==================== alu_share_arbiter
<file path="src/rtl/alu_share_arbiter.sv">
// alu_share_arbiter: round-robin arbiter that time-shares one combinational ALU
// between two requesters. One op in flight; IDLE -> EXEC -> RESP per op.
module alu_share_arbiter #(
  parameter int W   = 32,
  parameter int OPW = 6
) (
  input  logic           clk,
  input  logic           rst_n,
  input  logic           req_valid_0,
  output logic           req_ready_0,
  input  logic [OPW-1:0] req_op_0,
  input  logic [W-1:0]   req_a_0,
  input  logic [W-1:0]   req_b_0,
  output logic           rsp_valid_0,
  input  logic           rsp_ready_0,
  output logic [W-1:0]   rsp_result_0,
  output logic           rsp_zero_0,
  output logic           rsp_we_0,
  output logic           rsp_err_0,
  input  logic           req_valid_1,
  output logic           req_ready_1,
  input  logic [OPW-1:0] req_op_1,
  input  logic [W-1:0]   req_a_1,
  input  logic [W-1:0]   req_b_1,
  output logic           rsp_valid_1,
  input  logic           rsp_ready_1,
  output logic [W-1:0]   rsp_result_1,
  output logic           rsp_zero_1,
  output logic           rsp_we_1,
  output logic           rsp_err_1,
  output logic [OPW-1:0] alu_op,
  output logic [W-1:0]   alu_a,
  output logic [W-1:0]   alu_b,
  input  logic [W-1:0]   alu_result
);

  typedef enum logic [1:0] {IDLE, EXEC, RESP} state_t;

  typedef struct packed {
    logic [W-1:0] result;
    logic         we;
    logic         err;
  } rsp_t;

  state_t         state, state_nxt;
  logic           last_grant;
  logic           gnt;
  logic           accept;
  logic           rsp_take;
  logic           win_p0;
  logic [OPW-1:0] op_p0;
  logic [W-1:0]   a_p0, b_p0;
  rsp_t           rsp_p1;
  logic [1:0]     rsp_valid_r, rsp_zero_r, rsp_we_r, rsp_err_r;
  logic [W-1:0]   rsp_result_r [2];

  localparam logic [OPW-1:0] OP_MOVN = OPW'(6'b001011);
  localparam logic [OPW-1:0] OP_MOVZ = OPW'(6'b001010);

  function automatic logic is_supported(input logic [OPW-1:0] op);
    case (op)
      OPW'(6'b001011), OPW'(6'b001010), OPW'(6'b100100), OPW'(6'b100101),
      OPW'(6'b100110), OPW'(6'b100111), OPW'(6'b100001), OPW'(6'b100011),
      OPW'(6'b100000), OPW'(6'b100010), OPW'(6'b000000), OPW'(6'b000100),
      OPW'(6'b000010), OPW'(6'b000110), OPW'(6'b101010), OPW'(6'b101011),
      OPW'(6'b000011), OPW'(6'b000111): return 1'b1;
      default: return 1'b0;
    endcase
  endfunction

  // Qualify the ALU output: unsupported codes never forward the ALU, and a
  // suppressed conditional move returns operand a rather than the ALU value.
  function automatic rsp_t qualify(input logic [OPW-1:0] op, input logic [W-1:0] a,
                                   input logic [W-1:0] b, input logic [W-1:0] res);
    rsp_t r;
    r.result = res;
    r.we     = 1'b1;
    r.err    = 1'b0;
    if (!is_supported(op)) begin
      r.result = '0;
      r.we     = 1'b0;
      r.err    = 1'b1;
    end else if (op == OP_MOVN || op == OP_MOVZ) begin
      r.we = (op == OP_MOVN) ? (b != '0) : (b == '0);
      if (!r.we) r.result = a;
    end
    return r;
  endfunction

  // Grant selection and handshake qualification; ready only for the winner in IDLE.
  always_comb begin
    gnt         = (req_valid_0 && req_valid_1) ? ~last_grant : req_valid_1;
    req_ready_0 = (state == IDLE) && req_valid_0 && !gnt;
    req_ready_1 = (state == IDLE) && req_valid_1 && gnt;
    accept      = req_ready_0 || req_ready_1;
    rsp_take    = (state == RESP) && (win_p0 ? rsp_ready_1 : rsp_ready_0);
    rsp_p1      = qualify(op_p0, a_p0, b_p0, alu_result);
  end

  // Next-state logic for the IDLE/EXEC/RESP sequence.
  always_comb begin
    state_nxt = state;
    case (state)
      IDLE:    if (accept) state_nxt = EXEC;
      EXEC:    state_nxt = RESP;
      RESP:    if (rsp_take) state_nxt = IDLE;
      default: state_nxt = IDLE;
    endcase
  end

  // State register and round-robin history.
  always_ff @(posedge clk) begin
    if (!rst_n) begin
      state      <= IDLE;
      last_grant <= 1'b1;
    end else begin
      state <= state_nxt;
      if (state == EXEC) last_grant <= win_p0;
    end
  end

  // Stage p0: latch the accepted op; these registers drive the ALU directly.
  always_ff @(posedge clk) begin
    if (!rst_n) begin
      op_p0  <= '0;
      a_p0   <= '0;
      b_p0   <= '0;
      win_p0 <= 1'b0;
    end else if (accept) begin
      op_p0  <= gnt ? req_op_1 : req_op_0;
      a_p0   <= gnt ? req_a_1  : req_a_0;
      b_p0   <= gnt ? req_b_1  : req_b_0;
      win_p0 <= gnt;
    end
  end

  // Stage p1: capture the qualified result into the winner's response slot only.
  always_ff @(posedge clk) begin
    if (!rst_n) begin
      rsp_valid_r     <= '0;
      rsp_zero_r      <= '0;
      rsp_we_r        <= '0;
      rsp_err_r       <= '0;
      rsp_result_r[0] <= '0;
      rsp_result_r[1] <= '0;
    end else if (state == EXEC) begin
      rsp_valid_r[win_p0]  <= 1'b1;
      rsp_result_r[win_p0] <= rsp_p1.result;
      rsp_zero_r[win_p0]   <= (rsp_p1.result == '0);
      rsp_we_r[win_p0]     <= rsp_p1.we;
      rsp_err_r[win_p0]    <= rsp_p1.err;
    end else if (rsp_take) begin
      rsp_valid_r[win_p0] <= 1'b0;
    end
  end

  assign alu_op       = op_p0;
  assign alu_a        = a_p0;
  assign alu_b        = b_p0;
  assign rsp_valid_0  = rsp_valid_r[0];
  assign rsp_valid_1  = rsp_valid_r[1];
  assign rsp_result_0 = rsp_result_r[0];
  assign rsp_result_1 = rsp_result_r[1];
  assign rsp_zero_0   = rsp_zero_r[0];
  assign rsp_zero_1   = rsp_zero_r[1];
  assign rsp_we_0     = rsp_we_r[0];
  assign rsp_we_1     = rsp_we_r[1];
  assign rsp_err_0    = rsp_err_r[0];
  assign rsp_err_1    = rsp_err_r[1];

endmodule
</file>
<file path="config.mk">
export PLATFORM = sky130hd
export DESIGN_NAME = alu_share_arbiter
export DESIGN_NICKNAME = d
export VERILOG_FILES = /design/src/rtl/alu_share_arbiter.sv
export SDC_FILE = /design/constraint.sdc
export NUM_CORES = 1
export LEC_CHECK = 0
export ABC_CLOCK_PERIOD_IN_PS = 4800
export CAP_MARGIN = 20
export CELL_PAD_IN_SITES_DETAIL_PLACEMENT = 0
export CELL_PAD_IN_SITES_GLOBAL_PLACEMENT = 1
export CORE_MARGIN = 2
export CORE_UTILIZATION = 31
export CTS_CLUSTER_DIAMETER = 150
export CTS_CLUSTER_SIZE = 14
export DETAILED_ROUTE_END_ITERATION = 7
export GPL_ROUTABILITY_DRIVEN = 0
export PLACE_DENSITY_LB_ADDON = 0.1
export SKIP_LAST_GASP = 1
export SYNTH_ARGS = -nofsm -noshare
export SYNTH_HDL_FRONTEND = slang
export SYNTH_SLANG_ARGS = --single-unit
</file>
<file path="constraint.sdc">
create_clock -name clk -period 4.8 [get_ports clk]
set_clock_uncertainty 0.2 [all_clocks]
set_input_delay 0.72 -clock clk [delete_from_list [all_inputs] [get_ports clk]]
set_output_delay 0.72 -clock clk [all_outputs]
set_load 0.01 [all_outputs]
</file>
==================== output_allocator
**src/rtl/router_pkg.sv**
```systemverilog
// Shared types and constants for the router output path.
package router_pkg;

    localparam int FLIT_W   = 11;
    localparam int TAIL_BIT = FLIT_W - 1;

    typedef logic [FLIT_W-1:0] flit_t;

    typedef enum logic {
        IDLE = 1'b0,
        BUSY = 1'b1
    } alloc_state_t;

endpackage

```
**src/rtl/output_allocator_rr_arbiter.sv**
```systemverilog
// Combinational round-robin pick: first set request at or after rr_ptr, wrapping cyclically.
module rr_arbiter #(
    parameter int NUM_IN = 2,
    parameter int IDX_W  = 1
) (
    input  logic [NUM_IN-1:0] req,
    input  logic [IDX_W-1:0]  rr_ptr,
    output logic [NUM_IN-1:0] grant_oh,
    output logic [IDX_W-1:0]  grant_idx,
    output logic              grant_vld
);

    int   cand_s;
    logic hit_s;

    // Scan candidates in priority order starting from rr_ptr; the first hit wins.
    always_comb begin
        grant_oh  = '0;
        grant_idx = '0;
        grant_vld = 1'b0;
        cand_s    = 0;
        hit_s     = 1'b0;
        for (int k = 0; k < NUM_IN; k++) begin
            cand_s = int'(rr_ptr) + k;
            cand_s = (cand_s >= NUM_IN) ? (cand_s - NUM_IN) : cand_s;
            hit_s  = ~grant_vld & req[cand_s];
            grant_idx        = hit_s ? IDX_W'(cand_s) : grant_idx;
            grant_oh[cand_s] = grant_oh[cand_s] | hit_s;
            grant_vld        = grant_vld | hit_s;
        end
    end

endmodule

```
**src/rtl/output_allocator.sv**
```systemverilog
// Per-output packet-granular round-robin allocator feeding the output link FIFO.
// Optional OUTPUT_ALLOC_PKT_CNT_EN adds a saturating 16-bit count of tail flits written.
module output_allocator #(
    parameter int NUM_IN = 2,
    parameter int FLIT_W = 11
) (
    input  logic                     clk,
    input  logic                     reset,
    input  logic [NUM_IN-1:0]        req,
    input  logic [NUM_IN*FLIT_W-1:0] data_in,
    output logic [NUM_IN-1:0]        ready,
    input  logic                     fifo_full,
    output logic                     wr_en,
    output logic [FLIT_W-1:0]        data_out
`ifdef OUTPUT_ALLOC_PKT_CNT_EN
    ,
    output logic [15:0]              pkt_count
`endif
);
    import router_pkg::*;

    localparam int IDX_W = (NUM_IN > 1) ? $clog2(NUM_IN) : 1;
    localparam int TAIL  = FLIT_W - 1;

    alloc_state_t      state_q, state_d;
    logic [IDX_W-1:0]  grant_q, grant_d, rr_ptr_q, rr_ptr_d, arb_idx_s;
    logic [NUM_IN-1:0] grant_oh_q, grant_oh_d, arb_oh_s, ready_s;
    logic              arb_vld_s, accept_s, tail_s, wr_en_q, wr_en_d;
    logic [FLIT_W-1:0] data_out_q, data_out_d, cur_flit_s;

    rr_arbiter #(
        .NUM_IN (NUM_IN),
        .IDX_W  (IDX_W)
    ) u_rr_arbiter (
        .req       (req),
        .rr_ptr    (rr_ptr_q),
        .grant_oh  (arb_oh_s),
        .grant_idx (arb_idx_s),
        .grant_vld (arb_vld_s)
    );

    // Flit presented by the currently granted input.
    always_comb begin
        cur_flit_s = data_in[int'(grant_q)*FLIT_W +: FLIT_W];
    end

    // Next-state and handshake logic; the grant is only released by an accepted tail.
    always_comb begin
        state_d    = state_q;
        grant_d    = grant_q;
        grant_oh_d = grant_oh_q;
        rr_ptr_d   = rr_ptr_q;
        wr_en_d    = 1'b0;
        data_out_d = data_out_q;
        ready_s    = '0;
        accept_s   = 1'b0;
        tail_s     = 1'b0;
        case (state_q)
            IDLE: begin
                if (arb_vld_s) begin
                    grant_d    = arb_idx_s;
                    grant_oh_d = arb_oh_s;
                    state_d    = BUSY;
                end else begin
                    state_d    = IDLE;
                end
            end
            BUSY: begin
                ready_s  = grant_oh_q & {NUM_IN{~fifo_full}};
                accept_s = |(ready_s & req);
                tail_s   = cur_flit_s[TAIL];
                if (accept_s) begin
                    wr_en_d    = 1'b1;
                    data_out_d = cur_flit_s;
                    if (tail_s) begin
                        rr_ptr_d = (grant_q == IDX_W'(NUM_IN - 1)) ? '0 : grant_q + IDX_W'(1);
                        state_d  = IDLE;
                    end else begin
                        state_d  = BUSY;
                    end
                end else begin
                    wr_en_d = 1'b0;
                end
            end
            default: begin
                state_d = IDLE;
            end
        endcase
    end

    // State, grant and output registers.
    always_ff @(posedge clk or negedge reset) begin
        if (!reset) begin
            state_q    <= IDLE;
            grant_q    <= '0;
            grant_oh_q <= '0;
            rr_ptr_q   <= '0;
            wr_en_q    <= 1'b0;
            data_out_q <= '0;
        end else begin
            state_q    <= state_d;
            grant_q    <= grant_d;
            grant_oh_q <= grant_oh_d;
            rr_ptr_q   <= rr_ptr_d;
            wr_en_q    <= wr_en_d;
            data_out_q <= data_out_d;
        end
    end

    assign ready    = ready_s;
    assign wr_en    = wr_en_q;
    assign data_out = data_out_q;

`ifdef OUTPUT_ALLOC_PKT_CNT_EN
    logic [15:0] pkt_cnt_q, pkt_cnt_d;

    // Counts on the same edge the tail write is registered; sticks at all-ones.
    always_comb begin
        if (accept_s && tail_s && (pkt_cnt_q != 16'hFFFF)) begin
            pkt_cnt_d = pkt_cnt_q + 16'd1;
        end else begin
            pkt_cnt_d = pkt_cnt_q;
        end
    end

    // Packet counter register.
    always_ff @(posedge clk or negedge reset) begin
        if (!reset) begin
            pkt_cnt_q <= 16'd0;
        end else begin
            pkt_cnt_q <= pkt_cnt_d;
        end
    end

    assign pkt_count = pkt_cnt_q;
`endif

endmodule

```
**config.mk**
```make
export PLATFORM = sky130hd
export DESIGN_NAME = output_allocator
export DESIGN_NICKNAME = d
export VERILOG_FILES = /design/src/rtl/router_pkg.sv /design/src/rtl/output_allocator_rr_arbiter.sv /design/src/rtl/output_allocator.sv
export SDC_FILE = /design/constraint.sdc
export NUM_CORES = 1
export LEC_CHECK = 0
export CAP_MARGIN = 20
export CELL_PAD_IN_SITES_DETAIL_PLACEMENT = 1
export CELL_PAD_IN_SITES_GLOBAL_PLACEMENT = 1
export CORE_MARGIN = 5
export CORE_UTILIZATION = 31
export DETAILED_ROUTE_END_ITERATION = 6
export GPL_ROUTABILITY_DRIVEN = 0
export PLACE_DENSITY = 0.75
export SLEW_MARGIN = 20
export SYNTH_ARGS = -nofsm -noshare
export SYNTH_HDL_FRONTEND = slang
export SYNTH_HIERARCHICAL = 1
export SYNTH_SLANG_ARGS = --single-unit
```
**constraint.sdc**
```tcl
create_clock -name clk -period 1.5 [get_ports clk]
set_input_delay 0.3 -clock clk [delete_from_list [all_inputs] [get_ports clk]]
set_output_delay 0.3 -clock clk [all_outputs]
set_load 0.05 [all_outputs]
```
==================== hazard_controller_flat
File: config.mk
export PLATFORM = sky130hd
export DESIGN_NAME = hazard_controller_flat
export DESIGN_NICKNAME = d
export VERILOG_FILES = /design/src/rtl/hazard_if.sv /design/src/rtl/hazard_controller.sv /design/src/flat_wrapper.sv
export SDC_FILE = /design/constraint.sdc
export NUM_CORES = 1
export LEC_CHECK = 0
export CORE_MARGIN = 4
export CORE_UTILIZATION = 50
export DETAILED_ROUTE_END_ITERATION = 6
export HOLD_SLACK_MARGIN = 0.03
export PLACE_DENSITY = 0.79
export SYNTH_ARGS = -nofsm -noshare
export SYNTH_HDL_FRONTEND = slang
export SYNTH_SLANG_ARGS = --single-unit
File: constraint.sdc
create_clock -name clk -period 2.75 [get_ports clk]
set_input_delay 0.55 -clock clk [delete_from_list [all_inputs] [get_ports clk]]
set_output_delay 0.55 -clock clk [all_outputs]
set_load 0.02 [all_outputs]
File: src/rtl/hazard_if.sv
// Hazard-detection inputs and pipeline-register controls between
// the core pipeline (master) and the hazard controller (slave).
interface hazard_if #(
  parameter int REG_SIZE  = 5,
  parameter int CNT_WIDTH = 16
);
  logic [REG_SIZE-1:0]  id_rs1;
  logic [REG_SIZE-1:0]  id_rs2;
  logic                 id_use_rs1;
  logic                 id_use_rs2;
  logic                 ex_memRead;
  logic [REG_SIZE-1:0]  ex_rd;
  logic                 ex_branch_taken;
  logic                 mem_req;
  logic                 dmem_ready;
  logic                 pc_stall;
  logic                 if_id_stall;
  logic                 id_ex_stall;
  logic                 ex_mem_stall;
  logic                 if_id_flush;
  logic                 id_ex_bubble;
  logic                 mem_wb_bubble;
  logic [1:0]           hz_state;
  logic [CNT_WIDTH-1:0] stall_count;
  logic [CNT_WIDTH-1:0] flush_count;
  logic                 mem_timeout;

  modport master (
    output id_rs1, id_rs2, id_use_rs1, id_use_rs2,
    output ex_memRead, ex_rd, ex_branch_taken,
    output mem_req, dmem_ready,
    input  pc_stall, if_id_stall, id_ex_stall, ex_mem_stall,
    input  if_id_flush, id_ex_bubble, mem_wb_bubble,
    input  hz_state, stall_count, flush_count, mem_timeout
  );

  modport slave (
    input  id_rs1, id_rs2, id_use_rs1, id_use_rs2,
    input  ex_memRead, ex_rd, ex_branch_taken,
    input  mem_req, dmem_ready,
    output pc_stall, if_id_stall, id_ex_stall, ex_mem_stall,
    output if_id_flush, id_ex_bubble, mem_wb_bubble,
    output hz_state, stall_count, flush_count, mem_timeout
  );
endinterface

File: src/rtl/hazard_controller.sv
// Load-use / memory-wait / branch-flush sequencer for the 5-stage core,
// with saturating stall/flush counters and a sticky memory-timeout flag.
module hazard_controller #(
  parameter int REG_SIZE    = 5,
  parameter int CNT_WIDTH   = 16,
  parameter int MEM_TIMEOUT = 255
) (
  input logic     clk,
  input logic     rst,
  hazard_if.slave hz
);
  typedef enum logic [1:0] {
    RUN        = 2'd0,
    LOAD_STALL = 2'd1,
    FLUSH      = 2'd2,
    MEM_WAIT   = 2'd3
  } hz_e;

  localparam logic [CNT_WIDTH:0] TO_LIM =
    (CNT_WIDTH+1)'(MEM_TIMEOUT);
  localparam logic [CNT_WIDTH:0] ONE =
    (CNT_WIDTH+1)'(1);

  hz_e                  sel;
  hz_e                  state_q;
  logic                 mem_hold;
  logic                 load_use;
  logic                 br;
  logic [REG_SIZE-1:0]  rd;
  logic [CNT_WIDTH-1:0] wait_q;
  logic [CNT_WIDTH-1:0] stall_q;
  logic [CNT_WIDTH-1:0] flush_q;
  logic                 to_q;
  logic [CNT_WIDTH:0]   wait_nx;

  assign rd       = hz.ex_rd;
  assign br       = hz.ex_branch_taken;
  assign mem_hold = hz.mem_req & ~hz.dmem_ready;
  assign load_use = hz.ex_memRead & (rd != '0) &
    ((hz.id_use_rs1 & (rd == hz.id_rs1)) |
     (hz.id_use_rs2 & (rd == hz.id_rs2)));
  assign wait_nx  = {1'b0, wait_q} + ONE;

  // Terms are made mutually exclusive to encode the priority.
  always_comb begin
    sel = RUN;
    unique case (1'b1)
      mem_hold:                    sel = MEM_WAIT;
      !mem_hold && br:             sel = FLUSH;
      !mem_hold && !br && load_use: sel = LOAD_STALL;
      default:                     sel = RUN;
    endcase
  end

  assign hz.pc_stall      = (sel == MEM_WAIT) || (sel == LOAD_STALL);
  assign hz.if_id_stall   = (sel == MEM_WAIT) || (sel == LOAD_STALL);
  assign hz.id_ex_stall   = (sel == MEM_WAIT);
  assign hz.ex_mem_stall  = (sel == MEM_WAIT);
  assign hz.mem_wb_bubble = (sel == MEM_WAIT);
  assign hz.if_id_flush   = (sel == FLUSH);
  assign hz.id_ex_bubble  = (sel == FLUSH) || (sel == LOAD_STALL);

  always_ff @(posedge clk) begin
    if (rst) begin
      state_q <= RUN;
      wait_q  <= '0;
      stall_q <= '0;
      flush_q <= '0;
      to_q    <= 1'b0;
    end else begin
      state_q <= sel;
      if (mem_hold) begin
        if (!wait_nx[CNT_WIDTH])
          wait_q <= wait_nx[CNT_WIDTH-1:0];
        if (wait_nx == TO_LIM)
          to_q <= 1'b1;
      end else begin
        wait_q <= '0;
      end
      if (hz.pc_stall && stall_q != '1)
        stall_q <= stall_q + 1'b1;
      if (hz.if_id_flush && flush_q != '1)
        flush_q <= flush_q + 1'b1;
    end
  end

  assign hz.hz_state    = state_q;
  assign hz.stall_count = stall_q;
  assign hz.flush_count = flush_q;
  assign hz.mem_timeout = to_q;
endmodule

File: src/flat_wrapper.sv
// flat-port wrapper written by rule: the top's interface ports become plain ports
module hazard_controller_flat 
#(
  parameter int REG_SIZE    = 5,
  parameter int CNT_WIDTH   = 16,
  parameter int MEM_TIMEOUT = 255
)
  (clk, rst, hz_id_rs1, hz_id_rs2, hz_id_use_rs1, hz_id_use_rs2, hz_ex_memRead, hz_ex_rd, hz_ex_branch_taken, hz_mem_req, hz_dmem_ready, hz_pc_stall, hz_if_id_stall, hz_id_ex_stall, hz_ex_mem_stall, hz_if_id_flush, hz_id_ex_bubble, hz_mem_wb_bubble, hz_hz_state, hz_stall_count, hz_flush_count, hz_mem_timeout);
  hazard_if #(.REG_SIZE(REG_SIZE), .CNT_WIDTH(CNT_WIDTH)) hz_i ();
  input logic clk;
  input logic rst;
  input wire logic [$bits(hz_i.id_rs1)-1:0] hz_id_rs1;
  input wire logic [$bits(hz_i.id_rs2)-1:0] hz_id_rs2;
  input wire logic [$bits(hz_i.id_use_rs1)-1:0] hz_id_use_rs1;
  input wire logic [$bits(hz_i.id_use_rs2)-1:0] hz_id_use_rs2;
  input wire logic [$bits(hz_i.ex_memRead)-1:0] hz_ex_memRead;
  input wire logic [$bits(hz_i.ex_rd)-1:0] hz_ex_rd;
  input wire logic [$bits(hz_i.ex_branch_taken)-1:0] hz_ex_branch_taken;
  input wire logic [$bits(hz_i.mem_req)-1:0] hz_mem_req;
  input wire logic [$bits(hz_i.dmem_ready)-1:0] hz_dmem_ready;
  output wire logic [$bits(hz_i.pc_stall)-1:0] hz_pc_stall;
  output wire logic [$bits(hz_i.if_id_stall)-1:0] hz_if_id_stall;
  output wire logic [$bits(hz_i.id_ex_stall)-1:0] hz_id_ex_stall;
  output wire logic [$bits(hz_i.ex_mem_stall)-1:0] hz_ex_mem_stall;
  output wire logic [$bits(hz_i.if_id_flush)-1:0] hz_if_id_flush;
  output wire logic [$bits(hz_i.id_ex_bubble)-1:0] hz_id_ex_bubble;
  output wire logic [$bits(hz_i.mem_wb_bubble)-1:0] hz_mem_wb_bubble;
  output wire logic [$bits(hz_i.hz_state)-1:0] hz_hz_state;
  output wire logic [$bits(hz_i.stall_count)-1:0] hz_stall_count;
  output wire logic [$bits(hz_i.flush_count)-1:0] hz_flush_count;
  output wire logic [$bits(hz_i.mem_timeout)-1:0] hz_mem_timeout;
  assign hz_i.id_rs1 = hz_id_rs1;
  assign hz_i.id_rs2 = hz_id_rs2;
  assign hz_i.id_use_rs1 = hz_id_use_rs1;
  assign hz_i.id_use_rs2 = hz_id_use_rs2;
  assign hz_i.ex_memRead = hz_ex_memRead;
  assign hz_i.ex_rd = hz_ex_rd;
  assign hz_i.ex_branch_taken = hz_ex_branch_taken;
  assign hz_i.mem_req = hz_mem_req;
  assign hz_i.dmem_ready = hz_dmem_ready;
  assign hz_pc_stall = hz_i.pc_stall;
  assign hz_if_id_stall = hz_i.if_id_stall;
  assign hz_id_ex_stall = hz_i.id_ex_stall;
  assign hz_ex_mem_stall = hz_i.ex_mem_stall;
  assign hz_if_id_flush = hz_i.if_id_flush;
  assign hz_id_ex_bubble = hz_i.id_ex_bubble;
  assign hz_mem_wb_bubble = hz_i.mem_wb_bubble;
  assign hz_hz_state = hz_i.hz_state;
  assign hz_stall_count = hz_i.stall_count;
  assign hz_flush_count = hz_i.flush_count;
  assign hz_mem_timeout = hz_i.mem_timeout;
  hazard_controller #(.REG_SIZE(REG_SIZE), .CNT_WIDTH(CNT_WIDTH), .MEM_TIMEOUT(MEM_TIMEOUT)) u_core (.clk(clk), .rst(rst), .hz(hz_i));
endmodule
==================== mmio_io_ctrl
[config.mk]
export PLATFORM = sky130hd
export DESIGN_NAME = mmio_io_ctrl
export DESIGN_NICKNAME = d
export VERILOG_FILES = /design/src/rtl/mmio_io_ctrl.sv
export SDC_FILE = /design/constraint.sdc
export NUM_CORES = 1
export LEC_CHECK = 0
export CORE_MARGIN = 2
export CORE_UTILIZATION = 54
export DETAILED_ROUTE_END_ITERATION = 8
export GPL_TIMING_DRIVEN = 0
export PLACE_DENSITY = 0.95
export SLEW_MARGIN = 25
export SYNTH_ARGS = -nofsm -noshare
export SYNTH_HDL_FRONTEND = slang
export SYNTH_SLANG_ARGS = --single-unit
[constraint.sdc]
create_clock -name cpuclk -period 8.71 [get_ports cpuclk]
set_clock_uncertainty 0.2 [all_clocks]
set_input_delay 2.613 -clock cpuclk [delete_from_list [all_inputs] [get_ports cpuclk]]
set_output_delay 2.613 -clock cpuclk [all_outputs]
set_load 0.02 [all_outputs]
[src/rtl/mmio_io_ctrl.sv]
// Memory-mapped I/O responder: switch input (synchronize, debounce, sticky rising edges),
// LED output register and a free-running cycle counter, in a 16-byte window at BASE_ADDR.
module mmio_io_ctrl #(
  parameter logic [31:0] BASE_ADDR       = 32'hFFFF_FF00,
  parameter int          SW_WIDTH        = 8,
  parameter logic [15:0] DEBOUNCE_CYCLES = 16'd50000
) (
  input  logic                cpuclk,
  input  logic                rst,
  input  logic [31:0]         addr,
  input  logic [31:0]         wdata,
  input  logic                we,
  input  logic                re,
  input  logic [SW_WIDTH-1:0] switches,
  output logic                hit,
  output logic [31:0]         rdata,
  output logic [31:0]         led_out,
  output logic                sw_event
);

  localparam logic [1:0] OFF_SW    = 2'd0;
  localparam logic [1:0] OFF_LED   = 2'd1;
  localparam logic [1:0] OFF_EDGE  = 2'd2;
  localparam logic [1:0] OFF_CYCLE = 2'd3;

  logic [SW_WIDTH-1:0] r_sync1;
  logic [SW_WIDTH-1:0] r_sync2;
  logic [15:0]         r_cnt;
  logic [SW_WIDTH-1:0] r_sw_stable;
  logic [SW_WIDTH-1:0] r_sw_edge;
  logic [31:0]         r_cycle;
  logic [31:0]         r_led;
  logic [31:0]         r_rdata;

  logic [1:0]          w_off;
  logic                w_wr;
  logic                w_cnt_full;
  logic [SW_WIDTH-1:0] w_stable_nxt;
  logic [SW_WIDTH-1:0] w_rise;
  logic [SW_WIDTH-1:0] w_w1c;
  logic [31:0]         w_sw_ext;
  logic [31:0]         w_edge_ext;
  logic [31:0]         w_rd_mux;
  logic                w_unused;

  assign hit        = (addr[31:4] == BASE_ADDR[31:4]);
  assign w_off      = addr[3:2];
  assign w_wr       = we & hit;
  assign w_cnt_full = !(r_cnt < (DEBOUNCE_CYCLES - 16'd1));
  assign w_unused   = &{1'b0, addr[1:0]};

  // sw_sync is r_sync2; r_sync1 is the value it takes next, so a mismatch means it changes this edge.
  always_comb begin
    w_stable_nxt = r_sw_stable;
    if ((r_sync1 == r_sync2) && w_cnt_full)
      w_stable_nxt = r_sync2;
  end

  // Edges are taken against the incoming stable value so the set lands on the same edge.
  assign w_rise = w_stable_nxt & ~r_sw_stable;
  assign w_w1c  = (w_wr && (w_off == OFF_EDGE)) ? wdata[SW_WIDTH-1:0] : '0;

  always_comb begin
    w_sw_ext                 = '0;
    w_sw_ext[SW_WIDTH-1:0]   = r_sw_stable;
    w_edge_ext               = '0;
    w_edge_ext[SW_WIDTH-1:0] = r_sw_edge;
    case (w_off)
      OFF_SW:   w_rd_mux = w_sw_ext;
      OFF_LED:  w_rd_mux = r_led;
      OFF_EDGE: w_rd_mux = w_edge_ext;
      default:  w_rd_mux = r_cycle;
    endcase
  end

  always_ff @(posedge cpuclk) begin
    if (rst) begin
      r_sync1     <= '0;
      r_sync2     <= '0;
      r_cnt       <= '0;
      r_sw_stable <= '0;
      r_sw_edge   <= '0;
      r_cycle     <= '0;
      r_led       <= '0;
      r_rdata     <= '0;
    end else begin
      r_sync1 <= switches;
      r_sync2 <= r_sync1;
      if (r_sync1 != r_sync2)
        r_cnt <= '0;
      else if (!w_cnt_full)
        r_cnt <= r_cnt + 16'd1;
      r_sw_stable <= w_stable_nxt;
      r_sw_edge   <= (r_sw_edge & ~w_w1c) | w_rise;
      r_cycle     <= (w_wr && (w_off == OFF_CYCLE)) ? 32'd0 : r_cycle + 32'd1;
      if (w_wr && (w_off == OFF_LED))
        r_led <= wdata;
      // Read mux sees pre-write register values, so a same-offset re&we returns the old value.
      if (re)
        r_rdata <= hit ? w_rd_mux : 32'd0;
    end
  end

  assign rdata    = r_rdata;
  assign led_out  = r_led;
  assign sw_event = |r_sw_edge;

endmodule
hazard_controller_flat/gate_families.png
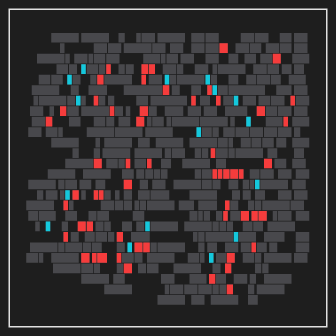
red -> NAND gates  # cells 56, most used nand2_1
cyan -> inverters  # cells 16, most used inv_1
dominant logic cell type in the layout: clkdlybuf4s50_1
non-filler cells, final: 467

==> impl_metrics.csv, hazard_controller_flat <==
group,metric,value,unit
clocking,clock-sinks,51,
worst_setup_path,required,2200,ps
synthesis,top_logic_kind,"simple AND/OR/NAND/NOR gates",
synthesis,netlist_area,2740,sq um
routing,dr_wl_met3,365,microns
cells_and_area,lay_top_cells,"clkdlybuf4s50_1 (57), dfxtp_1 (51), nor2_1 (28), xnor2_1 (27), a21oi_1 (27)",
worst_setup_path,rr_worst_depth,8,
min_path,min-delay-start,"u_core.hz.mem_timeout$_SDFFE_PP0P_",
worst_setup_path,crit_start,"hz_ex_rd[2]",
worst_setup_path,crit_type,"in -> out",
sta,rsz0062_at_grt,"false",
worst_setup_path,cp_top_family,"buffers and inverters",
global_route,grt_use_met1,0.233,
status,status,"finished clean",
routing,wl_per_cell,13.4,microns
pwr,ir_drop,0.000303,V
==> hazard_controller_flat: report_power, final <==
part / internal (W) / switching [W]
clock network: 0.000179 / 0.000252
registers: 0.000745 / 0.00000715
logic: 0.0000878 / 0.0000793
==> hazard_controller_flat: layout make-up <==
class	count	area (sq um)	share of cell area
Multi-Input combinational cell	239	1570	0.435
Tap cell	70	87.6	0.0243
Timing Repair Buffer	83	781	0.217
Clock buffer	6	72.6	0.0201
Inverter	16	60.1	0.0167
Clock inverter	2	12.5	0.00347
Sequential cell	51	1020	0.283
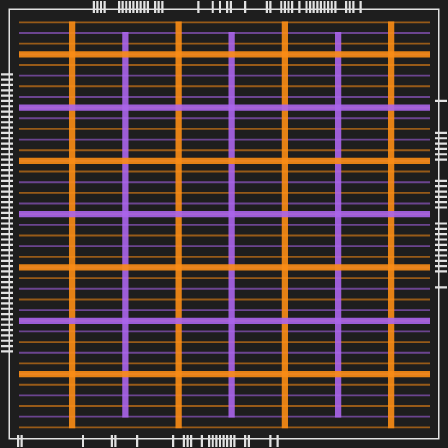
mmio_io_ctrl/pdn.png
Pins as bars on the die edge.
purple -> VDD
orange -> VSS
met1 rails = 39
met5 straps = 7
met4 straps = 7
signal pins = 142
die height: 109 microns
Die Span X: 109 microns
core area: 10800 sq um

==> impl_metrics.csv, mmio_io_ctrl <==
group,metric,value,unit
synthesis,ys_top_cells_by_area,"dfxtp_1 (48%), mux2i_1 (11%), nor2_1 (6.0%)",
status,status,"finished clean",
sta,fin_setup_tns,0,ps
worst_setup_path,crit_type,"in -> out",
cells_and_area,diodes,0,
synthesis,synth.most_common_cell,"dfxtp_1",
pwr,seq_power,0.000669,W
synthesis,synth.net_count,684,
synthesis,synth_warnings,0,
clocking,clock-sinks,144,
floorplan,num_io_pins,142,
global_route,grt_most_used_layer,"met2",
cells_and_area,inverters,3,
min_path,min-delay-start,"rdata[14]$_SDFFE_PP0P_",
sta,slew_headroom,0.303,
pwr,comb-power,0.0000725,W
pwr,total_power,0.00152,W
clocking,cts_root_buffer,"clkbuf_8",
synthesis,yosys.area.top_type,"dfxtp_1",
global_route,grt_pass1_vias,5503,
cells_and_area,nFillCells,669,
global_route,grt_usage,0.297,
synthesis,common_cells,"dfxtp_1 (144), nor2_1 (96), mux2i_1 (64)",
synthesis,syn_inst,606,
[mmio_io_ctrl: registers in the layout, summed over array words and instances, names as in the netlist]
name         count
led_out         32
r_sync2          8
r_sw_stable      8
r_cnt           16
rdata           32
r_sync1          8
r_sw_edge        8
r_cycle         32
[mmio_io_ctrl: metal layers]
layer / up-vias / part of all wire
met5: - / 0
li1: 2444 / -
met4: 0 / 0.036
met2: 295 / 0.50
met3: 57 / 0.079
met1: 2587 / 0.39
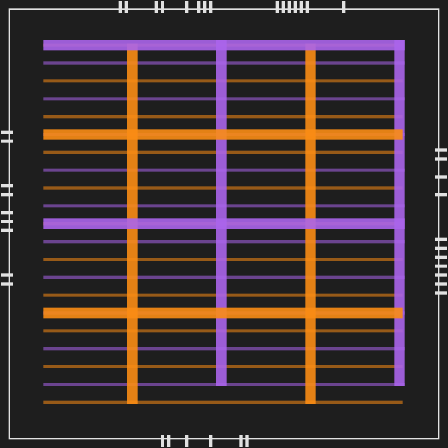
output_allocator/pdn.png
Pins as bars on the die edge.
purple -> VDD
orange -> VSS
met4 straps = 4
met1 rails = 21
VDD IR max: 0.000905 V
Die Span X: 65.2 microns
core area: 2980 sq um
die height: 65.2 microns

==> impl_metrics.csv, output_allocator <==
group,metric,value,unit
pwr,total_power,0.00343,W
synthesis,syn_area_per_cell,12.4,sq um
clocking,clockBufferDepth,2,
global_route,grt_max_degree,18,
sta,layout_setup_ws,17.6,ps
routing,drt-vias-per-instance,4.94,
clocking,h-tree-depth,1,
synthesis,common_cells,"a21oi_2 (20), dfrtp_1 (17), mux2i_1 (11)",
worst_setup_path,startpoint_type,"flop",
cells_and_area,lay_top_cells,"clkdlybuf4s50_1 (25), a21oi_2 (20), dfrtp_1 (16), buf_12 (16), mux2i_1 (11)",
cells_and_area,logic_gate_count,52,
status,status,"finished clean",
routing,num_vias,791,
pwr,p_sw,0.00154,W
pwr,p_per_area,2120,nW/um^2
routing,dr_wl_met3,104,microns
sta,hold_ws,339,ps
sta,drv_slew,0,
worst_setup_path,required,1200,ps
floorplan,rows,20,
min_path,hp-class,"in -> async",
floorplan,die_area,4250,sq um
cells_and_area,seq_cell_count,17,
sta,fin_setup_tns,0,ps
synthesis,synth_warnings,6,
output_allocator: worst paths after layout:
path / start / to / slack, ps / cells after the start
max: state_q$_DFF_PN0_ / ready[0] / 20 / 3
min: reset / data_out[9]$_DFFE_PN0P_ / 340 / 2
max reg2reg: state_q$_DFF_PN0_ / rr_ptr_q$_DFFE_PN0P_ / 110 / 6
min reg2reg: data_out[7]$_DFFE_PN0P_ / data_out[7]$_DFFE_PN0P_ / 580 / 2
max in group asynchronous: reset / state_q$_DFF_PN0_ / 950 / 2
min in group clk: fifo_full / state_q$_DFF_PN0_ / 570 / 3
alu_share_arbiter/registers.png
Other sequential cells in the stronger gray, the rest of the logic in the fainter gray.
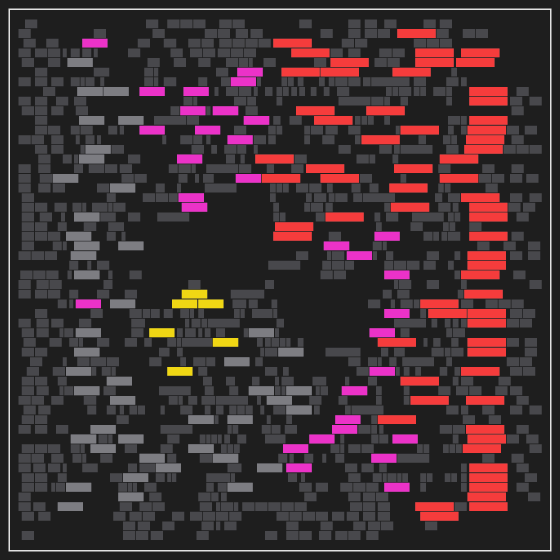
magenta -> alu_a  # sequential cells 32
red -> rsp_result_r  # sequential cells 64
yellow -> alu_op  # sequential cells 6
not colored = 45
post-layout util: 0.496
sequential cell area share: 0.333
Power Sequential: 0.00154 W
Flop area: 3580 sq um

alu_share_arbiter/pdn.png
Pins as bars on the die edge.
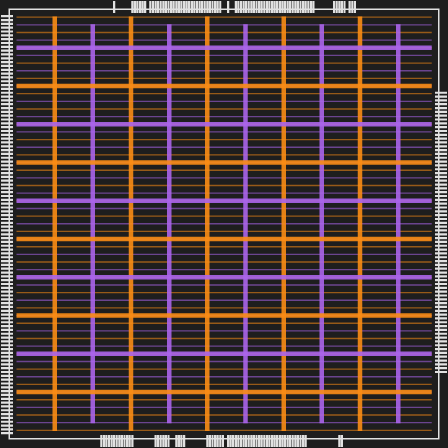
orange -> VSS
purple -> VDD
rows = 54
met4 straps = 10
met5 straps = 10
signal pins = 322
met1 rails = 55
VDD IR max: 0.000190 V
core area: 21700 sq um
die height: 152 microns
Die Span X: 152 microns

==> impl_metrics.csv, alu_share_arbiter <==
group,metric,value,unit
routing,met1_length,9740,microns
worst_setup_path,required,3880,ps
worst_setup_path,reg2reg_slack,1700,ps
floorplan,initCoreUtil,0.314,
min_path,min-delay-start,"rsp_we_r[0]$_SDFFE_PN0P_",
global_route,grt_use_met1,0.243,
synthesis,ys_top_cells_by_area,"edfxtp_1 (28%), dfxtp_1 (24%), mux2i_1 (9.9%)",
sta,finalClockPeriodUsage,0.726,
routing,antenna_left,0,
global_route,grt_first_pass_wirelength,36700,microns
worst_setup_path,crit_start,"req_valid_0",
synthesis,syn_area_per_cell,10.7,sq um
cells_and_area,buffer_area_frac,0.309,
pwr,internal_power,0.00259,W
worst_setup_path,path_buffers,3,
status,status,"finished clean",
worst_setup_path,path_depth,5,
synthesis,ys_area,6800,sq um
synthesis,synthArstFlopShare,0,
cells_and_area,syn_to_final_growth,58.2,%
alu_share_arbiter: sequential cells by signal, summed over array words and instances (netlist names), named ones only:
signal        count
state             2
win_p0            1
alu_op            6
alu_a            32
rsp_zero_r        2
rsp_err_r         2
last_grant        1
rsp_we_r          2
rsp_result_r     64
alu_b            32
alu_share_arbiter: worst reg2reg max path, cell delays in order, from the launching register on:
cell and delay (ps):
dfxtp_1 340, nor4_2 330, nand4_1 380, o2111ai_4 930, buf_4 400, nand3_1 140
a21oi_1 200

==> notes/layouts.md <==
Pictures saved along the way, in no particular order.

Met1 routing.
Supply wires on this layer in gray.
(a)
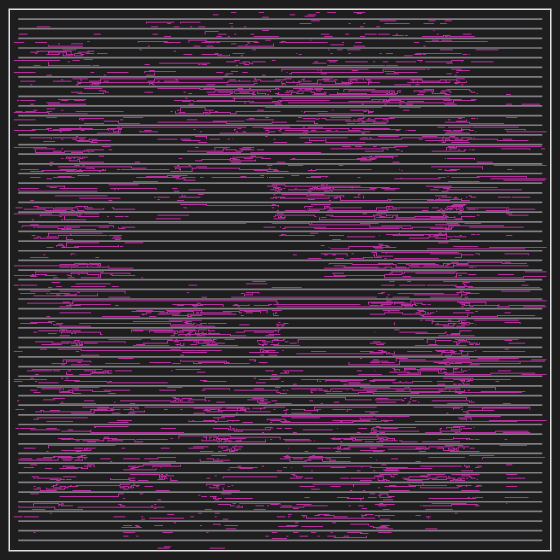
(b)
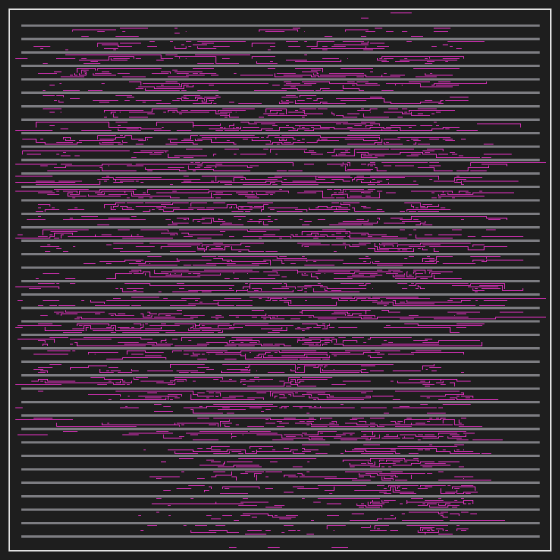
(c)
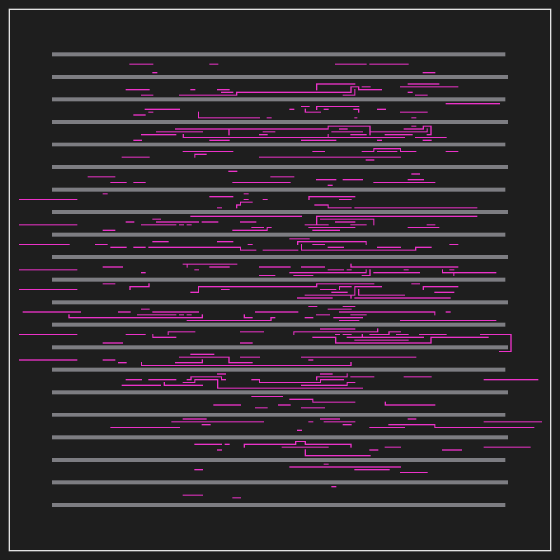
(d)
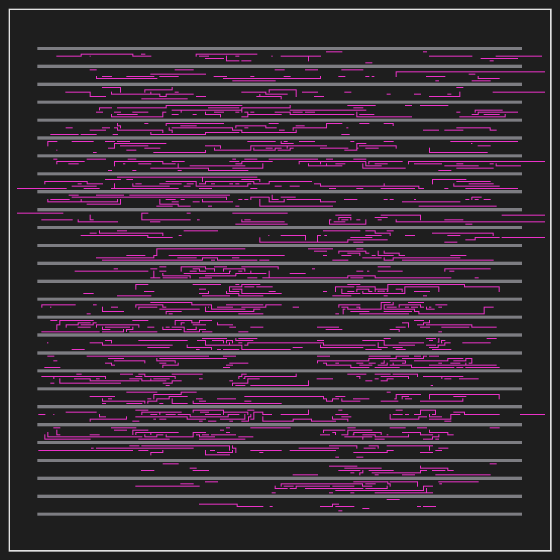
For output_allocator, see (c).
For hazard_controller_flat, see (d).
For mmio_io_ctrl, see (b).
For alu_share_arbiter, see (a).


==================== fifo_rd_burst_arbiter_flat
fifo_rd_burst_arbiter_flat/pdn.png
Pins as bars on the die edge.
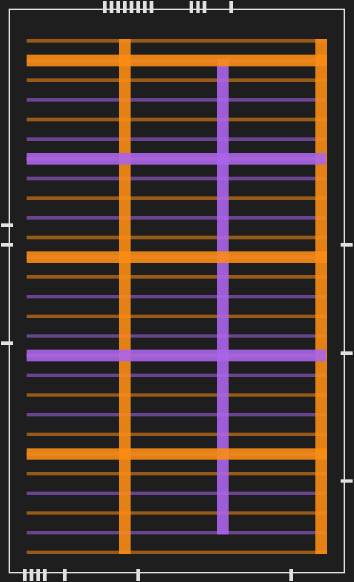
fifo_rd_burst_arbiter_flat/final_clocks.png
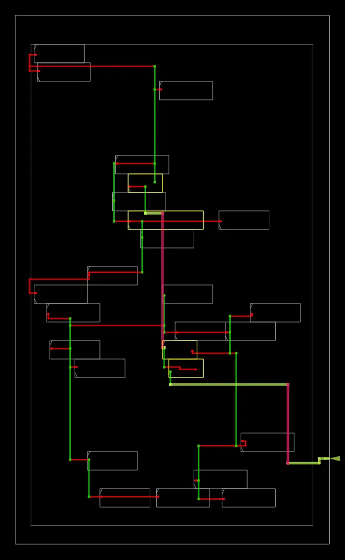
### src/rtl/fifo_rd_burst_arbiter_if.sv
// Consumer and FIFO-side signals of the read burst arbiter.
// The arbiter uses the master modport; consumers and the FIFO use the slave modport.
interface fifo_rd_burst_arbiter_if #(
  parameter int NUM_REQ        = 2,
  parameter int RD_DEPTH_WIDTH = 9
);
  logic [NUM_REQ-1:0]      req;
  logic [NUM_REQ-1:0]      grant;
  logic                    fifo_rempty;
  logic [RD_DEPTH_WIDTH:0] fifo_rd_level;
  logic                    fifo_r_en;
  logic                    rd_vld;
  logic [2:0]              rd_owner;
  logic [NUM_REQ-1:0]      burst_done;
  logic                    busy;

  modport master (
    input  req, fifo_rempty, fifo_rd_level,
    output grant, fifo_r_en, rd_vld, rd_owner, burst_done, busy
  );

  modport slave (
    output req, fifo_rempty, fifo_rd_level,
    input  grant, fifo_r_en, rd_vld, rd_owner, burst_done, busy
  );
endinterface

### src/rtl/fifo_rd_burst_arbiter.sv
// Round-robin whole-burst scheduler for the shared FIFO read port (read clock domain).
// Define FIFO_ARB_FLUSH_EN to grant a partial burst after TIMEOUT_CYC cycles of waiting.
module fifo_rd_burst_arbiter #(
  parameter int NUM_REQ        = 2,
  parameter int RD_DEPTH_WIDTH = 9,
  parameter int BURST_LEN      = 16,
  parameter int RD_LATENCY     = 1,
  parameter int TIMEOUT_CYC    = 1024
) (
  input logic                     rclk,
  input logic                     rrst_n,
  fifo_rd_burst_arbiter_if.master arb
);

  localparam int LW  = RD_DEPTH_WIDTH + 1;
  localparam int OW  = $clog2(NUM_REQ);
  localparam int OW1 = OW + 1;
  localparam logic [LW-1:0] BURST_LV = LW'(BURST_LEN);

  if (NUM_REQ < 2 || NUM_REQ > 8 || BURST_LEN < 1 || BURST_LEN > (2 ** RD_DEPTH_WIDTH) ||
      RD_LATENCY < 1 || RD_LATENCY > 3 || TIMEOUT_CYC < 1 || TIMEOUT_CYC > 4095) begin : g_bad_param
    $error("fifo_rd_burst_arbiter: parameter out of range");
  end

  typedef enum logic [1:0] {IDLE, BURST, DRAIN} state_t;

  state_t             state;
  logic [NUM_REQ-1:0] grant_q;
  logic               busy_q;
  logic [OW-1:0]      rr_ptr;
  logic [OW-1:0]      owner;
  logic [LW-1:0]      beat_cnt;
  logic [LW-1:0]      beat_len;

  logic [RD_LATENCY-1:0] vld_pipe;
  logic [OW-1:0]         own_pipe  [RD_LATENCY];
  logic [NUM_REQ-1:0]    done_pipe [RD_LATENCY];

  logic               rd_issue;
  logic               last_beat;
  logic               full_ok;
  logic               start;
  logic [LW-1:0]      start_len;
  logic               pick_ok;
  logic [OW-1:0]      pick_idx;
  logic [NUM_REQ-1:0] rot_req;
  logic [OW1-1:0]     cand;

  assign rd_issue  = (state == BURST) && !arb.fifo_rempty;
  assign last_beat = rd_issue && (beat_cnt == beat_len - LW'(1));
  assign full_ok   = arb.fifo_rd_level >= BURST_LV;

  // Rotate requests so bit i is the requester i places after the RR pointer
  always_comb begin
    rot_req  = NUM_REQ'({arb.req, arb.req} >> rr_ptr);
    pick_ok  = 1'b0;
    pick_idx = '0;
    cand     = '0;
    for (int i = 0; i < NUM_REQ; i++) begin
      cand = OW1'(rr_ptr) + OW1'(i);
      if (cand >= OW1'(NUM_REQ)) cand = cand - OW1'(NUM_REQ);
      if (!pick_ok && rot_req[i]) begin
        pick_ok  = 1'b1;
        pick_idx = cand[OW-1:0];
      end
    end
  end

`ifdef FIFO_ARB_FLUSH_EN
  localparam logic [11:0] TIMEOUT_LV = 12'(TIMEOUT_CYC);
  logic [11:0] wait_cnt;
  logic        flush_ok;

  assign flush_ok  = (wait_cnt >= TIMEOUT_LV) && (arb.fifo_rd_level != '0);
  assign start     = pick_ok && (full_ok || flush_ok);
  assign start_len = full_ok ? BURST_LV : arb.fifo_rd_level;

  // Only counts while a partial burst sits in the FIFO and somebody is asking for it
  always_ff @(posedge rclk) begin
    if (!rrst_n) begin
      wait_cnt <= '0;
    end else if (state != IDLE || start || arb.req == '0 ||
                 arb.fifo_rd_level == '0 || full_ok) begin
      wait_cnt <= '0;
    end else if (wait_cnt < TIMEOUT_LV) begin
      wait_cnt <= wait_cnt + 12'd1;
    end
  end
`else
  assign start     = pick_ok && full_ok;
  assign start_len = BURST_LV;
`endif

  always_ff @(posedge rclk) begin
    if (!rrst_n) begin
      state    <= IDLE;
      grant_q  <= '0;
      busy_q   <= 1'b0;
      rr_ptr   <= '0;
      owner    <= '0;
      beat_cnt <= '0;
      beat_len <= '0;
    end else begin
      case (state)
        IDLE: begin
          if (start) begin
            state    <= BURST;
            grant_q  <= NUM_REQ'(1) << pick_idx;
            busy_q   <= 1'b1;
            owner    <= pick_idx;
            beat_cnt <= '0;
            beat_len <= start_len;
          end
        end
        BURST: begin
          if (rd_issue) begin
            beat_cnt <= beat_cnt + LW'(1);
            if (last_beat) state <= DRAIN;
          end
        end
        DRAIN: begin
          // Leave only once the final beat has surfaced at the latency pipe output
          if (|done_pipe[RD_LATENCY-1]) begin
            state   <= IDLE;
            grant_q <= '0;
            busy_q  <= 1'b0;
            rr_ptr  <= (owner == OW'(NUM_REQ - 1)) ? '0 : owner + OW'(1);
          end
        end
        default: state <= IDLE;
      endcase
    end
  end

  // Read latency pipe; a reset discards beats still in flight
  always_ff @(posedge rclk) begin
    if (!rrst_n) begin
      vld_pipe <= '0;
      for (int k = 0; k < RD_LATENCY; k++) begin
        own_pipe[k]  <= '0;
        done_pipe[k] <= '0;
      end
    end else begin
      for (int k = RD_LATENCY - 1; k > 0; k--) begin
        vld_pipe[k]  <= vld_pipe[k-1];
        own_pipe[k]  <= own_pipe[k-1];
        done_pipe[k] <= done_pipe[k-1];
      end
      vld_pipe[0]  <= rd_issue;
      own_pipe[0]  <= rd_issue ? owner : '0;
      done_pipe[0] <= last_beat ? grant_q : '0;
    end
  end

  assign arb.fifo_r_en  = rd_issue;
  assign arb.grant      = grant_q;
  assign arb.busy       = busy_q;
  assign arb.rd_vld     = vld_pipe[RD_LATENCY-1];
  assign arb.rd_owner   = 3'(own_pipe[RD_LATENCY-1]);
  assign arb.burst_done = done_pipe[RD_LATENCY-1];

endmodule

### src/flat_wrapper.sv
// flat-port wrapper written by rule: the top's interface ports become plain ports
module fifo_rd_burst_arbiter_flat 
#(
  parameter int NUM_REQ        = 2,
  parameter int RD_DEPTH_WIDTH = 9,
  parameter int BURST_LEN      = 16,
  parameter int RD_LATENCY     = 1,
  parameter int TIMEOUT_CYC    = 1024
)
  (rclk, rrst_n, arb_req, arb_fifo_rempty, arb_fifo_rd_level, arb_grant, arb_fifo_r_en, arb_rd_vld, arb_rd_owner, arb_burst_done, arb_busy);
  fifo_rd_burst_arbiter_if #(.NUM_REQ(NUM_REQ), .RD_DEPTH_WIDTH(RD_DEPTH_WIDTH)) arb_i ();
  input logic rclk;
  input logic rrst_n;
  input wire logic [$bits(arb_i.req)-1:0] arb_req;
  input wire logic [$bits(arb_i.fifo_rempty)-1:0] arb_fifo_rempty;
  input wire logic [$bits(arb_i.fifo_rd_level)-1:0] arb_fifo_rd_level;
  output wire logic [$bits(arb_i.grant)-1:0] arb_grant;
  output wire logic [$bits(arb_i.fifo_r_en)-1:0] arb_fifo_r_en;
  output wire logic [$bits(arb_i.rd_vld)-1:0] arb_rd_vld;
  output wire logic [$bits(arb_i.rd_owner)-1:0] arb_rd_owner;
  output wire logic [$bits(arb_i.burst_done)-1:0] arb_burst_done;
  output wire logic [$bits(arb_i.busy)-1:0] arb_busy;
  assign arb_i.req = arb_req;
  assign arb_i.fifo_rempty = arb_fifo_rempty;
  assign arb_i.fifo_rd_level = arb_fifo_rd_level;
  assign arb_grant = arb_i.grant;
  assign arb_fifo_r_en = arb_i.fifo_r_en;
  assign arb_rd_vld = arb_i.rd_vld;
  assign arb_rd_owner = arb_i.rd_owner;
  assign arb_burst_done = arb_i.burst_done;
  assign arb_busy = arb_i.busy;
  fifo_rd_burst_arbiter #(.NUM_REQ(NUM_REQ), .RD_DEPTH_WIDTH(RD_DEPTH_WIDTH), .BURST_LEN(BURST_LEN), .RD_LATENCY(RD_LATENCY), .TIMEOUT_CYC(TIMEOUT_CYC)) u_core (.rclk(rclk), .rrst_n(rrst_n), .arb(arb_i));
endmodule
### config.mk
export PLATFORM = sky130hd
export DESIGN_NAME = fifo_rd_burst_arbiter_flat
export DESIGN_NICKNAME = d
export VERILOG_FILES = /design/src/rtl/fifo_rd_burst_arbiter_if.sv /design/src/rtl/fifo_rd_burst_arbiter.sv /design/src/flat_wrapper.sv
export SDC_FILE = /design/constraint.sdc
export NUM_CORES = 1
export LEC_CHECK = 0
export CELL_PAD_IN_SITES_DETAIL_PLACEMENT = 0
export CELL_PAD_IN_SITES_GLOBAL_PLACEMENT = 1
export CORE_ASPECT_RATIO = 1.75
export CORE_MARGIN = 2
export CORE_UTILIZATION = 31
export CTS_BUF_LIST = sky130_fd_sc_hd__clkbuf_4 sky130_fd_sc_hd__clkbuf_8 sky130_fd_sc_hd__clkbuf_16
export CTS_CLUSTER_SIZE = 30
export DETAILED_ROUTE_END_ITERATION = 8
export PLACE_DENSITY = 0.78
export SETUP_SLACK_MARGIN = 0.3
export SYNTH_ARGS = -nofsm -noshare
export SYNTH_HDL_FRONTEND = slang
export SYNTH_SLANG_ARGS = --single-unit
export TNS_END_PERCENT = 30
### constraint.sdc
create_clock -name rclk -period 1.3 [get_ports rclk]
set_input_delay 0.26 -clock rclk [delete_from_list [all_inputs] [get_ports rclk]]
set_output_delay 0.26 -clock rclk [all_outputs]
set_load 0.005 [all_outputs]
==> impl_metrics.csv <==
group,metric,value,unit
status,status,"complete, but fails checks",
status,violations,"setup timing",
cells_and_area,largest-register,"u_core.beat_cnt",
synthesis,syn_area_per_cell,8.59,sq um
sta,layout_setup_ws,-121,ps
sta,drv_slew,0,
worst_setup_path,cp_top_family,"simple AND/OR/NAND/NOR gates",
place,numPortBuffers,18,
sta,hold_ws,459,ps
worst_setup_path,crit_arrival,1160,ps
routing,drt-vias-per-instance,5.12,
routing,initialDrtViolationCount,6,
synthesis,edf_count,0,
sta,max_freq,704,MHz
routing,dr_wl_met3,61,microns
sta,fin_setup_tns,-946,ps
synthesis,common_cells,"dfxtp_1 (22), nor2_1 (13), nand2_1 (10)",
routing,wirelength,2400,microns
clocking,cts_buffers,3,
synthesis,yosys.area.top_type,"dfxtp_1",
worst_setup_path,cp_max_fo,2,
place,hpwl,1900,microns
worst_setup_path,timing.rr.start,"u_core.state[1]$_SDFFE_PN0P_",
sta,final-setup-viol-count,16,
routing,met1_length,948,microns
cells_and_area,fin_util,0.519,
cells_and_area,clock_area_frac,0.0469,
synthesis,synthArstFlopShare,0,
routing,drc,0,
synthesis,top_area_frac,0.458,
About fifo_rd_burst_arbiter_flat/pdn.png:
orange -> VSS
purple -> VDD
met1 rails = 27
met5 straps = 5
met4 straps = 3
die height: 77.7 microns
Die Span X: 46.1 microns
core area: 2930 sq um
VDD IR max: 0.000777 V

About fifo_rd_burst_arbiter_flat/final_clocks.png:
CLK BUF: 3
Fin Clk Skew: 6.42 ps
registers: 22

[kinds of logic after synthesis]
kind of cell | synth area share
other | 0.00390
buffers and inverters | 0.0598
flip-flops | 0.458
AND/OR/NAND/NOR | 0.306
AND-OR/OR-AND | 0.0871
adder cells (fa/ha/maj) | 0.0130
XOR/XNOR | 0.0728
[final timing paths]
path,end,depth (start not counted)
worst max-delay path,arb_fifo_r_en,3
worst min-delay path,u_core.arb.busy$_SDFFE_PN0P_,2
worst min register to register,u_core.arb.busy$_SDFFE_PN0P_,2
worst max register to register,u_core.arb.grant[1]$_SDFFE_PN0P_,5


==> notes/layouts.md <==
Pictures saved along the way, in no particular order.

Selected gate families.
picture 1
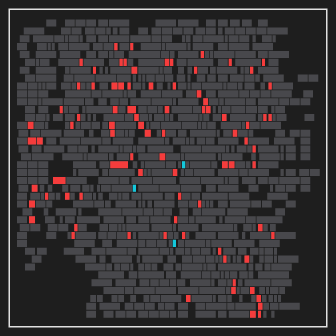
picture 2
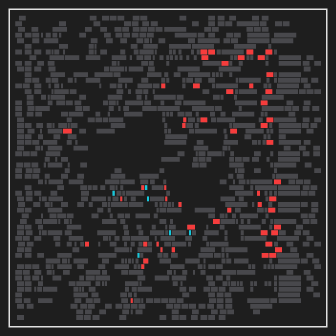
picture 3
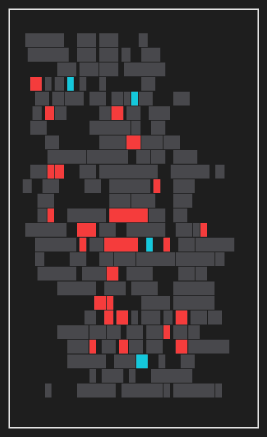
picture 4
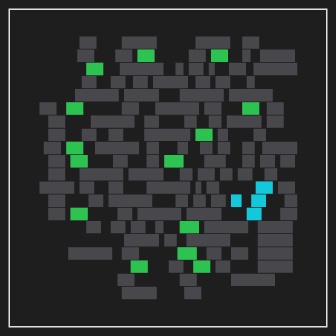
mmio_io_ctrl -> picture 1
alu_share_arbiter -> picture 2
fifo_rd_burst_arbiter_flat -> picture 3
output_allocator -> picture 4
- most cells: picture 2

Power figures rest on the tool's default switching activity, not on a simulated workload.
